# ---- block 1 ----
Fig. 1: block 1, placed cells, one color a class
Scale bar: 50 µm. Fill, decap, tap and diode cells in gray.
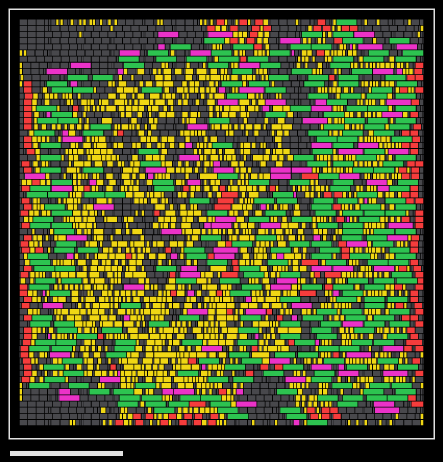

--- src/rtl/barrett_precompute_64b_pkg.sv ---
// barrett_precompute_64b_pkg: shared widths and FSM state encoding for the Barrett constant generator
package barrett_precompute_64b_pkg;
  localparam int BARRETT_W  = 64;
  localparam int BARRETT_KW = 7;
  localparam int BARRETT_UW = 128;
  localparam int QW         = BARRETT_W + 2;
  localparam int CW         = 8;
  typedef enum logic [1:0] {ST_IDLE, ST_SIZE, ST_DIV, ST_DONE} state_t;
endpackage

--- src/rtl/barrett_precompute_64b_msb_index.sv ---
// barrett_precompute_64b_msb_index: combinational leading-one detector for a 64-bit word
module barrett_precompute_64b_msb_index
  import barrett_precompute_64b_pkg::*;
(
  input  logic [BARRETT_W-1:0] i_in,
  output logic [5:0]           o_idx,
  output logic                 o_zero
);
  // highest set bit wins because later iterations overwrite earlier ones
  always_comb begin
    o_idx = '0;
    for (int i = 0; i < BARRETT_W; i++) if (i_in[i]) o_idx = 6'(i);
  end
  assign o_zero = ~|i_in;
endmodule

--- src/rtl/barrett_precompute_64b.sv ---
// barrett_precompute_64b: K = bitlen(M), U = floor(2^(2K)/M) by radix-2 restoring division
module barrett_precompute_64b
  import barrett_precompute_64b_pkg::*;
(
  input  logic                  iClk,
  input  logic                  iRstN,
  input  logic                  iEn,
  input  logic                  iClr,
  input  logic                  iStart,
  input  logic [BARRETT_W-1:0]  iMod,
  output logic                  oBusy,
  output logic                  oDone,
  output logic                  oErr,
  output logic [BARRETT_KW-1:0] oK,
  output logic [BARRETT_UW-1:0] oU
);
  state_t                r_state;
  logic [BARRETT_W-1:0]  r_m;
  logic [BARRETT_W-1:0]  r_r;
  logic [QW-1:0]         r_q;
  logic [QW-1:0]         r_u;
  logic [BARRETT_KW-1:0] r_k;
  logic [BARRETT_KW-1:0] r_ok;
  logic [CW-1:0]         r_cnt;
  logic                  r_err;
  logic                  r_oerr;
  logic                  r_busy;
  logic                  r_done;
  logic [5:0]            w_idx;
  logic                  w_zero;
  logic [BARRETT_KW-1:0] w_k;
  logic [BARRETT_W:0]    w_rs;
  logic                  w_ge;
  barrett_precompute_64b_msb_index u_msb (
    .i_in  (r_m),
    .o_idx (w_idx),
    .o_zero(w_zero)
  );
  assign w_k  = w_zero ? '0 : BARRETT_KW'(w_idx) + 7'd1;
  // the dividend 2^(2K) is fed MSB-first: a single 1 on the first iteration, zeros after
  assign w_rs = {r_r, r_cnt == {r_k, 1'b0}};
  assign w_ge = w_rs >= {1'b0, r_m};
  // FSM and division datapath; the remainder stays below M so 64 bits hold it between steps
  always_ff @(posedge iClk or negedge iRstN) begin
    if (!iRstN) begin
      r_state <= ST_IDLE;
      r_m     <= '0;
      r_r     <= '0;
      r_q     <= '0;
      r_u     <= '0;
      r_k     <= '0;
      r_ok    <= '0;
      r_cnt   <= '0;
      r_err   <= 1'b0;
      r_oerr  <= 1'b0;
      r_busy  <= 1'b0;
      r_done  <= 1'b0;
    end else if (iClr) begin
      r_state <= ST_IDLE;
      r_m     <= '0;
      r_r     <= '0;
      r_q     <= '0;
      r_u     <= '0;
      r_k     <= '0;
      r_ok    <= '0;
      r_cnt   <= '0;
      r_err   <= 1'b0;
      r_oerr  <= 1'b0;
      r_busy  <= 1'b0;
      r_done  <= 1'b0;
    end else if (iEn) begin
      r_done <= r_state == ST_DONE;
      case (r_state)
        ST_IDLE: if (iStart) begin
          r_m     <= iMod;
          r_busy  <= 1'b1;
          r_state <= ST_SIZE;
        end
        ST_SIZE: begin
          r_k     <= w_k;
          r_cnt   <= {w_k, 1'b0};
          r_r     <= '0;
          r_q     <= '0;
          r_err   <= w_zero;
          r_state <= w_zero ? ST_DONE : ST_DIV;
        end
        ST_DIV: begin
          r_r     <= w_ge ? w_rs[BARRETT_W-1:0] - r_m : w_rs[BARRETT_W-1:0];
          r_q     <= {r_q[QW-2:0], w_ge};
          r_cnt   <= r_cnt - 8'd1;
          r_state <= r_cnt == '0 ? ST_DONE : ST_DIV;
        end
        default: begin
          r_ok    <= r_k;
          r_u     <= r_q;
          r_oerr  <= r_err;
          r_busy  <= 1'b0;
          r_state <= ST_IDLE;
        end
      endcase
    end
  end
  assign oBusy = r_busy;
  assign oDone = r_done;
  assign oErr  = r_oerr;
  assign oK    = r_ok;
  assign oU    = {{(BARRETT_UW-QW){1'b0}}, r_u};
endmodule

--- config.mk ---
export PLATFORM = sky130hd
export DESIGN_NAME = barrett_precompute_64b
export DESIGN_NICKNAME = d
export VERILOG_FILES = /design/src/rtl/barrett_precompute_64b_pkg.sv /design/src/rtl/barrett_precompute_64b_msb_index.sv /design/src/rtl/barrett_precompute_64b.sv
export SDC_FILE = /design/constraint.sdc
export NUM_CORES = 1
export LEC_CHECK = 0
export ABC_CLOCK_PERIOD_IN_PS = 4100
export CORE_AREA = 4 4 183 185
export CTS_CLUSTER_DIAMETER = 30
export DETAILED_ROUTE_END_ITERATION = 10
export DIE_AREA = 0 0 187 189
export PLACE_DENSITY = 0.81
export SKIP_CTS_REPAIR_TIMING = 1
export SLEW_MARGIN = 20
export SYNTH_ARGS = -nofsm -noshare
export SYNTH_HDL_FRONTEND = slang
export SYNTH_SLANG_ARGS = --single-unit
--- constraint.sdc ---
create_clock -name iClk -period 4.1 [get_ports iClk]
set_input_delay 0.82 -clock iClk [delete_from_list [all_inputs] [get_ports iClk]]
set_output_delay 0.82 -clock iClk [all_outputs]
set_load 0.02 [all_outputs]
# ---- block 2 ----
$ cat src/rtl/pet_timing_gen.sv
// Master 1 us frame timing generator: pixel/char enables, CPU PHI2/BE/strobe, video loads, slot grants.
// Optional macro TIMING_CPU_STALL_EN adds cpu_stall_i to hand whole frames to the WB master.
module pet_timing_gen #(
    parameter int SYS_CLOCK_MHZ = 64
) (
    input  logic       sys_clock_i,
    input  logic       sys_reset_n_i,
`ifdef TIMING_CPU_STALL_EN
    input  logic       cpu_stall_i,
`endif
    output logic       clk16_en_o,
    output logic       clk8_en_o,
    output logic       cpu_be_o,
    output logic       cpu_clock_o,
    output logic       cpu_data_strobe_o,
    output logic       load_sr1_o,
    output logic       load_sr2_o,
    output logic [1:0] grant_o,
    output logic       grant_valid_o
);

    localparam logic [1:0] GRANT_CPU   = 2'd0;
    localparam logic [1:0] GRANT_VIDEO = 2'd1;
    localparam logic [1:0] GRANT_WB    = 2'd2;

    generate
        if (SYS_CLOCK_MHZ != 64) begin : g_bad_clock
            $error("pet_timing_gen: SYS_CLOCK_MHZ must be 64");
        end
    endgenerate

    logic [5:0] c_reg;
    logic       stall_frame;

    logic       clk16_en_next;
    logic       clk8_en_next;
    logic       cpu_be_next;
    logic       cpu_clock_next;
    logic       cpu_data_strobe_next;
    logic       load_sr1_next;
    logic       load_sr2_next;
    logic [1:0] grant_next;
    logic       grant_valid_next;

`ifdef TIMING_CPU_STALL_EN
    logic stall_reg;

    // Stall request is latched on the last clock of a frame and governs the whole next frame.
    always_ff @(posedge sys_clock_i) begin
        if (!sys_reset_n_i) begin
            stall_reg <= 1'b0;
        end else if (c_reg == 6'd63) begin
            stall_reg <= cpu_stall_i;
        end
    end

    assign stall_frame = stall_reg;
`else
    assign stall_frame = 1'b0;
`endif

    always_comb begin
        clk16_en_next        = &c_reg[1:0];
        clk8_en_next         = &c_reg[2:0];
        cpu_be_next          = !stall_frame && (c_reg >= 6'd24);
        cpu_clock_next       = !stall_frame && c_reg[5];
        cpu_data_strobe_next = !stall_frame && (c_reg == 6'd62);
        load_sr1_next        = (c_reg == 6'd31);
        load_sr2_next        = (c_reg == 6'd63);
        grant_valid_next     = (c_reg[2:0] == 3'd0);
        grant_next           = GRANT_CPU;
        case (c_reg[5:3])
            3'd0, 3'd2: grant_next = GRANT_WB;
            3'd1, 3'd3: grant_next = GRANT_VIDEO;
            default:    grant_next = stall_frame ? GRANT_WB : GRANT_CPU;
        endcase
    end

    // Outputs lag the counter by one clock so every output is a plain flop.
    always_ff @(posedge sys_clock_i) begin
        if (!sys_reset_n_i) begin
            c_reg             <= 6'd0;
            clk16_en_o        <= 1'b0;
            clk8_en_o         <= 1'b0;
            cpu_be_o          <= 1'b0;
            cpu_clock_o       <= 1'b0;
            cpu_data_strobe_o <= 1'b0;
            load_sr1_o        <= 1'b0;
            load_sr2_o        <= 1'b0;
            grant_o           <= GRANT_CPU;
            grant_valid_o     <= 1'b0;
        end else begin
            c_reg             <= c_reg + 6'd1;
            clk16_en_o        <= clk16_en_next;
            clk8_en_o         <= clk8_en_next;
            cpu_be_o          <= cpu_be_next;
            cpu_clock_o       <= cpu_clock_next;
            cpu_data_strobe_o <= cpu_data_strobe_next;
            load_sr1_o        <= load_sr1_next;
            load_sr2_o        <= load_sr2_next;
            grant_o           <= grant_next;
            grant_valid_o     <= grant_valid_next;
        end
    end

endmodule

$ cat config.mk
export PLATFORM = sky130hd
export DESIGN_NAME = pet_timing_gen
export DESIGN_NICKNAME = d
export VERILOG_FILES = /design/src/rtl/pet_timing_gen.sv
export SDC_FILE = /design/constraint.sdc
export NUM_CORES = 1
export LEC_CHECK = 0
export CAP_MARGIN = 20
export CORE_MARGIN = 3
export CORE_UTILIZATION = 42
export CTS_BUF_LIST = sky130_fd_sc_hd__clkbuf_4 sky130_fd_sc_hd__clkbuf_8 sky130_fd_sc_hd__clkbuf_16
export CTS_CLUSTER_SIZE = 20
export DETAILED_ROUTE_END_ITERATION = 16
export DONT_BUFFER_PORTS = 1
export PLACE_DENSITY = 0.55
export SETUP_SLACK_MARGIN = 0.15
export SLEW_MARGIN = 10
export SYNTH_ARGS = -nofsm -noshare
export SYNTH_HDL_FRONTEND = slang
export SYNTH_SLANG_ARGS = --single-unit
$ cat constraint.sdc
create_clock -name sys_clock_i -period 1.5 [get_ports sys_clock_i]
set_input_delay 0.225 -clock sys_clock_i [delete_from_list [all_inputs] [get_ports sys_clock_i]]
set_output_delay 0.225 -clock sys_clock_i [all_outputs]
set_load 0.01 [all_outputs]
Fig. 2: block 1, signal wires by layer
Scale bar: 50 µm.
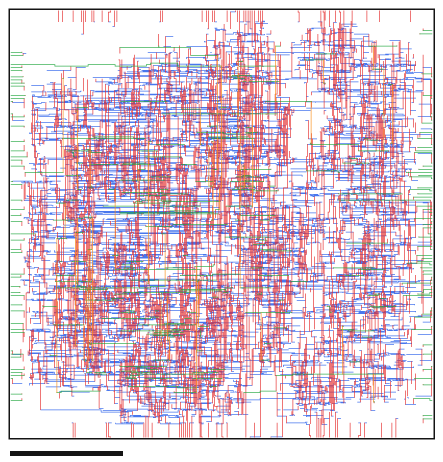
Key: red = metal 2 [wire length 21.0 mm]; blue = metal 1 [wire length 20000 µm]; orange = metal 4 [wire length 1240 µm]; green = metal 3 [wire length 2810 µm]

About Fig. 1:
Key: red = other buffers and delay cells [cells 181]; magenta = clock drivers and dummy loads [cells 116]; yellow = combinational and other logic [cells 1651]; green = flops [cells 288]

==> reports/metrics.json, block 1 <==
{
  "pwr": {
    "fin_total_pwr_w": 0.009454,
    "power-per-cell-area_mw_per_mm2": 442.8,
    "pwr-share-clk_pct": 55.4,
    "leakagePower_nw": 9.686,
    "netSwitchingFraction_pct": 26.87,
    "total_internal_power_w": 0.006914
  },
  "sta": {
    "fmax_mhz": 258.8,
    "unrepaired_setup_endpoints_after_global_routing": "false"
  },
  "critical_path": {
    "critical_path.reg2reg.endpoint": "r_r[44]",
    "timing.critical_path.arrival_ps": 4360,
    "worstReg2RegStart": "r_cnt[2]"
  },
  "logic_synthesis": {
    "post_synth_xor_area_fraction_pct": 3.425,
    "postSynthAreaPerCell_um2": 8.485,
    "dominantRegCellSynth": "sky130_fd_sc_hd__dfrtp_1",
    "ys_async_sr_fraction_pct": 100.0,
    "yosys_simple_share_pct": 19.96
  },
  "place": {
    "half_perimeter_wire_length_of_the_detailed_placement_result_um": 31590,
    "count_of_buffers_from_port_buffering": 144,
    "dpl_cell_area_mm2": 0.01910
  },
  "status": {
    "outcome": "completed"
  },
  "cells_and_area": {
    "fin_nets": 2324,
    "final-clk-cell-share_pct": 10.44,
    "comb-cell-share_pct": 43.16,
    "seq_cells": 288,
    "final_cell_area_mm2": 0.02135,
    "final_cells": 2644
  },
  "die": {
    "floorplan_core_area_mm2": 0.03204,
    "fp_util_pct": 54.26,
    "taps": 408,
    "core.rowCount": 66
  },
  "clock_tree": {
    "clock_tree.buffer_depth": 3
  },
  "hold_path": {
    "hold_path_class": "input port to asynchronous set/reset pin"
  },
  "global_route": {
    "first_global_vias": 14797
  }
}
Fig. 3: block 2, placed cells, one color a class
Scale bar: 10 µm. Fill, decap, tap and diode cells in gray.
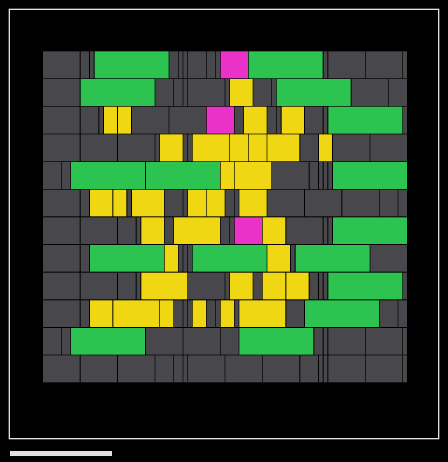
Key: green = flops [cells 16]; magenta = clock drivers [cells 3]; yellow = combinational and other logic [cells 34]

==> reports/metrics.json, block 2 <==
{
  "status": {
    "outcome": "completed"
  },
  "cells_and_area": {
    "num_antenna_cells": 0,
    "comb-cell-share_pct": 35.76,
    "fin_nets": 61,
    "nonClockBufferCount": 0,
    "non_clock_buffer_area_share_pct": 0,
    "final_core_utilization_pct": 49.89
  },
  "drt": {
    "detail_route.first_pass.iterations": 3,
    "met2_length_um": 281,
    "avgRoutedWirePerCell_um": 10.19,
    "wl_met3_um": 40
  },
  "logic_synthesis": {
    "ys_sh_aoi_pct": 0.9132,
    "edff_count_synth": 0
  },
  "clock_tree": {
    "htree_levels": 1,
    "clk_latency_ps": 270
  },
  "critical_path": {
    "worst_setup_path_start_kind": "flop",
    "cp_num_buf_inv": 0,
    "critical_path.reg2reg.endpoint": "c_reg[2]"
  },
  "pwr": {
    "netSwitchingFraction_pct": 20.24
  },
  "global_route": {
    "grt_start_max_net_pins": 13,
    "use_met3_pct": 3.863
  },
  "place": {
    "count_of_buffers_from_port_buffering": 0,
    "gp_routability_congestion": 0.7503
  },
  "sta": {
    "max-slew-margin-rel_pct": 86.85,
    "hold_viol_final": 0
  }
}

## Gallery

Gate families picked out.
(a)
Scale bar: 10 µm.
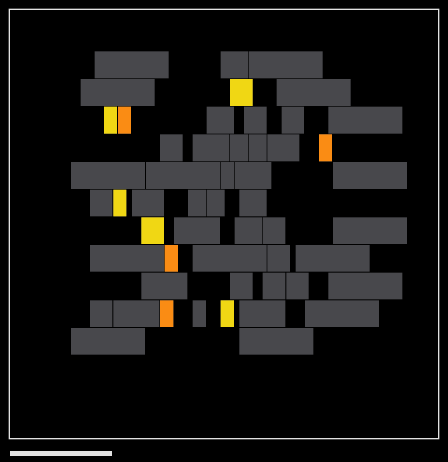
(b)
Scale bar: 50 µm.
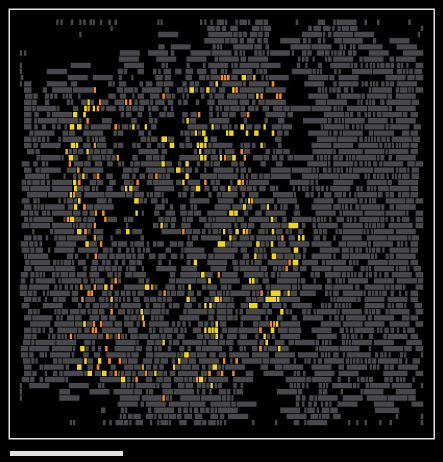
- most cells: (b)
- largest die: (b)
- block 1 = (b)
- block 2 = (a)

Key to (a):
Key: orange = inverters [cells 4, most used inv_1]; yellow = NOR gates [cells 5, most used nor2_1]


# ---- block 3 ----
File: src/rtl/ram_arbiter_if.sv
// Bus bundle for the two-master RAM arbiter: both master request ports plus the shared RAM port.
// The master modport is the arbiter's view, because it masters the RAM port. The slave modport is the environment's view.
interface ram_arbiter_if;
    logic [31:0] m0_address;
    logic [31:0] m0_wdata;
    logic [3:0]  m0_wsel;
    logic        m0_valid;
    logic [31:0] m0_rdata;
    logic        m0_ready;
    logic        m0_error;

    logic [31:0] m1_address;
    logic [31:0] m1_wdata;
    logic [3:0]  m1_wsel;
    logic        m1_valid;
    logic [31:0] m1_rdata;
    logic        m1_ready;
    logic        m1_error;

    logic [31:0] ram_address;
    logic [31:0] ram_wdata;
    logic [3:0]  ram_wsel;
    logic        ram_valid;
    logic [31:0] ram_rdata;
    logic        ram_ready;
    logic        ram_error;

    modport master (
        input  m0_address, m0_wdata, m0_wsel, m0_valid,
        output m0_rdata, m0_ready, m0_error,
        input  m1_address, m1_wdata, m1_wsel, m1_valid,
        output m1_rdata, m1_ready, m1_error,
        output ram_address, ram_wdata, ram_wsel, ram_valid,
        input  ram_rdata, ram_ready, ram_error
    );

    modport slave (
        output m0_address, m0_wdata, m0_wsel, m0_valid,
        input  m0_rdata, m0_ready, m0_error,
        output m1_address, m1_wdata, m1_wsel, m1_valid,
        input  m1_rdata, m1_ready, m1_error,
        input  ram_address, ram_wdata, ram_wsel, ram_valid,
        output ram_rdata, ram_ready, ram_error
    );
endinterface

File: src/rtl/ram_arbiter.sv
// Round-robin arbiter that lets two masters share one RAM slave. Every access passes
// through IDLE, so ram_valid drops for at least one cycle between accesses.
module ram_arbiter #(
    parameter int unsigned TIMEOUT = 255
) (
    input  logic          clk,
    input  logic          rst_n,
    ram_arbiter_if.master bus
);
    localparam logic [0:0] S_IDLE = 1'b0;
    localparam logic [0:0] S_BUSY = 1'b1;
    localparam logic [7:0] WAIT_LAST = 8'(TIMEOUT - 1);

    logic [0:0] state_q, state_d;
    logic       grant_q, grant_d;
    logic       last_q, last_d;
    logic [7:0] wait_q, wait_d;

    logic busy;
    logic timeout;
    logic done;
    logic done_err;
    logic grant_sel;

    assign busy    = (state_q == S_BUSY);
    // A ready in the timeout cycle takes priority, so that cycle completes normally.
    assign timeout = busy && !bus.ram_ready && (wait_q == WAIT_LAST);
    assign done    = busy && (bus.ram_ready || timeout);
    assign done_err = bus.ram_ready ? bus.ram_error : 1'b1;

    always_comb begin
        grant_sel = 1'b0;
        if (bus.m0_valid && bus.m1_valid) begin
            grant_sel = ~last_q;
        end else if (bus.m1_valid) begin
            grant_sel = 1'b1;
        end
    end

    always_comb begin
        state_d = state_q;
        grant_d = grant_q;
        last_d  = last_q;
        wait_d  = wait_q;
        case (state_q)
            S_IDLE: begin
                if (bus.m0_valid || bus.m1_valid) begin
                    state_d = S_BUSY;
                    grant_d = grant_sel;
                    wait_d  = '0;
                end
            end
            S_BUSY: begin
                if (done) begin
                    state_d = S_IDLE;
                    last_d  = grant_q;
                end else if (wait_q != '1) begin
                    wait_d = wait_q + 8'd1;
                end
            end
        endcase
    end

    always_ff @(posedge clk or negedge rst_n) begin
        if (!rst_n) begin
            state_q <= S_IDLE;
            grant_q <= 1'b0;
            last_q  <= 1'b1;
            wait_q  <= '0;
        end else begin
            state_q <= state_d;
            grant_q <= grant_d;
            last_q  <= last_d;
            wait_q  <= wait_d;
        end
    end

    // The payload comes from the grant register, so a master that drops valid cannot disturb the access.
    assign bus.ram_valid   = busy;
    assign bus.ram_address = grant_q ? bus.m1_address : bus.m0_address;
    assign bus.ram_wdata   = grant_q ? bus.m1_wdata   : bus.m0_wdata;
    assign bus.ram_wsel    = grant_q ? bus.m1_wsel    : bus.m0_wsel;

    assign bus.m0_ready = done && !grant_q;
    assign bus.m1_ready = done &&  grant_q;
    assign bus.m0_error = bus.m0_ready && done_err;
    assign bus.m1_error = bus.m1_ready && done_err;
    assign bus.m0_rdata = (busy && !grant_q) ? bus.ram_rdata : '0;
    assign bus.m1_rdata = (busy &&  grant_q) ? bus.ram_rdata : '0;
endmodule

File: src/flat_wrapper.sv
// flat-port wrapper written by rule: the top's interface ports become plain ports
module ram_arbiter_flat 
#(
    parameter int unsigned TIMEOUT = 255
)
  (clk, rst_n, bus_m0_address, bus_m0_wdata, bus_m0_wsel, bus_m0_valid, bus_m0_rdata, bus_m0_ready, bus_m0_error, bus_m1_address, bus_m1_wdata, bus_m1_wsel, bus_m1_valid, bus_m1_rdata, bus_m1_ready, bus_m1_error, bus_ram_address, bus_ram_wdata, bus_ram_wsel, bus_ram_valid, bus_ram_rdata, bus_ram_ready, bus_ram_error);
  ram_arbiter_if bus_i ();
  input  logic clk;
  input  logic rst_n;
  input wire logic [$bits(bus_i.m0_address)-1:0] bus_m0_address;
  input wire logic [$bits(bus_i.m0_wdata)-1:0] bus_m0_wdata;
  input wire logic [$bits(bus_i.m0_wsel)-1:0] bus_m0_wsel;
  input wire logic [$bits(bus_i.m0_valid)-1:0] bus_m0_valid;
  output wire logic [$bits(bus_i.m0_rdata)-1:0] bus_m0_rdata;
  output wire logic [$bits(bus_i.m0_ready)-1:0] bus_m0_ready;
  output wire logic [$bits(bus_i.m0_error)-1:0] bus_m0_error;
  input wire logic [$bits(bus_i.m1_address)-1:0] bus_m1_address;
  input wire logic [$bits(bus_i.m1_wdata)-1:0] bus_m1_wdata;
  input wire logic [$bits(bus_i.m1_wsel)-1:0] bus_m1_wsel;
  input wire logic [$bits(bus_i.m1_valid)-1:0] bus_m1_valid;
  output wire logic [$bits(bus_i.m1_rdata)-1:0] bus_m1_rdata;
  output wire logic [$bits(bus_i.m1_ready)-1:0] bus_m1_ready;
  output wire logic [$bits(bus_i.m1_error)-1:0] bus_m1_error;
  output wire logic [$bits(bus_i.ram_address)-1:0] bus_ram_address;
  output wire logic [$bits(bus_i.ram_wdata)-1:0] bus_ram_wdata;
  output wire logic [$bits(bus_i.ram_wsel)-1:0] bus_ram_wsel;
  output wire logic [$bits(bus_i.ram_valid)-1:0] bus_ram_valid;
  input wire logic [$bits(bus_i.ram_rdata)-1:0] bus_ram_rdata;
  input wire logic [$bits(bus_i.ram_ready)-1:0] bus_ram_ready;
  input wire logic [$bits(bus_i.ram_error)-1:0] bus_ram_error;
  assign bus_i.m0_address = bus_m0_address;
  assign bus_i.m0_wdata = bus_m0_wdata;
  assign bus_i.m0_wsel = bus_m0_wsel;
  assign bus_i.m0_valid = bus_m0_valid;
  assign bus_m0_rdata = bus_i.m0_rdata;
  assign bus_m0_ready = bus_i.m0_ready;
  assign bus_m0_error = bus_i.m0_error;
  assign bus_i.m1_address = bus_m1_address;
  assign bus_i.m1_wdata = bus_m1_wdata;
  assign bus_i.m1_wsel = bus_m1_wsel;
  assign bus_i.m1_valid = bus_m1_valid;
  assign bus_m1_rdata = bus_i.m1_rdata;
  assign bus_m1_ready = bus_i.m1_ready;
  assign bus_m1_error = bus_i.m1_error;
  assign bus_ram_address = bus_i.ram_address;
  assign bus_ram_wdata = bus_i.ram_wdata;
  assign bus_ram_wsel = bus_i.ram_wsel;
  assign bus_ram_valid = bus_i.ram_valid;
  assign bus_i.ram_rdata = bus_ram_rdata;
  assign bus_i.ram_ready = bus_ram_ready;
  assign bus_i.ram_error = bus_ram_error;
  ram_arbiter #(.TIMEOUT(TIMEOUT)) u_core (.clk(clk), .rst_n(rst_n), .bus(bus_i));
endmodule
File: config.mk
export PLATFORM = sky130hd
export DESIGN_NAME = ram_arbiter_flat
export DESIGN_NICKNAME = d
export VERILOG_FILES = /design/src/rtl/ram_arbiter_if.sv /design/src/rtl/ram_arbiter.sv /design/src/flat_wrapper.sv
export SDC_FILE = /design/constraint.sdc
export NUM_CORES = 1
export LEC_CHECK = 0
export CAP_MARGIN = 10
export CORE_AREA = 2 2 121 123
export CTS_CLUSTER_SIZE = 10
export DETAILED_ROUTE_END_ITERATION = 10
export DIE_AREA = 0 0 123 125
export PLACE_DENSITY = 0.54
export SLEW_MARGIN = 10
export SYNTH_ARGS = -nofsm -noshare
export SYNTH_HDL_FRONTEND = slang
export SYNTH_SLANG_ARGS = --single-unit
export TNS_END_PERCENT = 20
File: constraint.sdc
create_clock -name clk -period 2.3 [get_ports clk]
set_input_delay 0.46 -clock clk [delete_from_list [all_inputs] [get_ports clk]]
set_output_delay 0.46 -clock clk [all_outputs]
set_load 0.02 [all_outputs]
Fig. 4: block 3, gate families picked out
Scale bar: 20 µm.
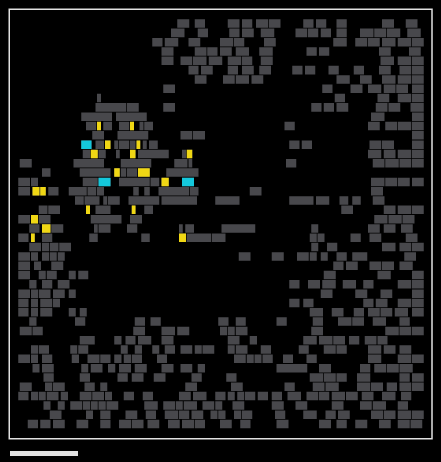
Key: yellow = NOR gates [cells 18, most used nor2_1, where west]; cyan = AND-OR and OR-AND gates [cells 3]

Fig. 5: block 3, M1 wires
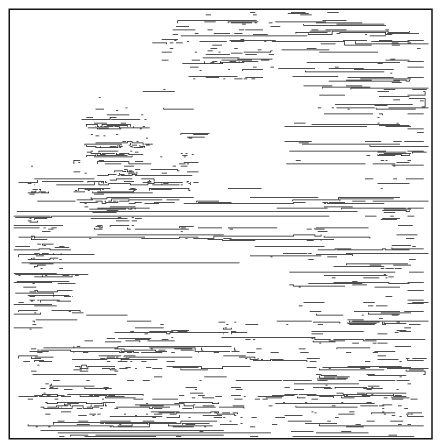
597 nets have wire on it. The longest straight run is 99.4 µm. The layer carries 5560 µm of wire. The layer holds 42% of the routed length. The wires run mostly horizontal.
met1 usage in global routing: 19.50%
Total Routed Length: 13170 µm
via count: 2869

==> reports/metrics.json <==
{
  "status": {
    "outcome": "completed"
  },
  "sta": {
    "hold-worst-slack_ps": 578.1,
    "totalNegativeSetupSlack_ps": 0,
    "fin_ws_ps": 69.92,
    "fmax_mhz": 448.4
  },
  "cells_and_area": {
    "n_all_inverters": 2,
    "final_cell_area_mm2": 0.005296,
    "top_register": "u_core.wait_q",
    "fin_nets": 705,
    "final-clk-cell-share_pct": 1.488,
    "fillCellCount": 1463,
    "nonClockBufferCount": 329,
    "largest_cell_class": "buffers"
  },
  "pwr": {
    "power.sequential.total_w": 0.000325,
    "vdd.ir_drop.worst_uv": 283.5,
    "power-per-cell-area_mw_per_mm2": 591.5,
    "power_frac_comb_pct": 79.7
  },
  "die": {
    "fp_util_pct": 13.26,
    "floorplan.io_pins": 311,
    "chipWidth_um": 123,
    "floorplan_core_area_mm2": 0.01420,
    "die_size_mm2": 0.01538,
    "taps": 184
  },
  "global_route": {
    "grt_start_max_net_pins": 58,
    "use_met3_pct": 4.471
  },
  "logic_synthesis": {
    "syn-instance-count": 216,
    "post_synth_num_cell_types": 29,
    "postSynthAreaPerCell_um2": 8.718,
    "ys_sh_aoi_pct": 4.784,
    "synth_adder_area_share_pct": 1.329,
    "yosysChipArea_mm2": 0.001883,
    "common_cells": "sky130_fd_sc_hd__mux2_2, sky130_fd_sc_hd__and3_1, sky130_fd_sc_hd__and2_1"
  },
  "critical_path": {
    "r2r_slack_ps": 460,
    "endpoint": "bus_m1_rdata[16]",
    "critical_path_peak_fanout": 21,
    "critical_path.max_stage_delay_ps": 610,
    "path_cells": "buf_4, buf_6, and3_1, clkdlybuf4s50_1"
  },
  "drt": {
    "wl_met3_um": 1255
  },
  "clock_tree": {
    "cts_sinks": 11,
    "cts-root-buf": "sky130_fd_sc_hd__clkbuf_16",
    "cts_hold_repair.buffers": 0
  }
}


==> notes/layouts.md <==
Pictures saved along the way, in no particular order.

Placement view.
picture 1
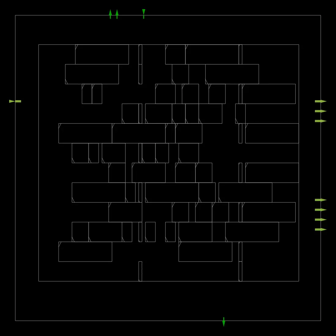
picture 2
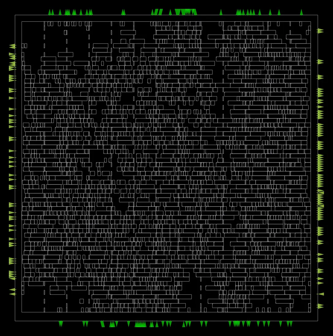
picture 3
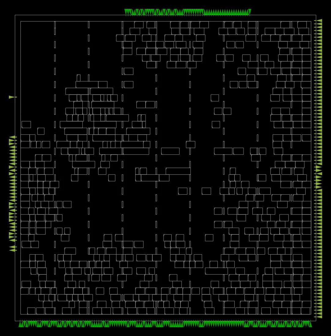
The one with the lowest utilization is picture 3.
Picture 1 comes from block 2.
Picture 3 comes from block 3.
Picture 2 comes from block 1.

No activity file was given, so power comes from the tool's default toggle rates.
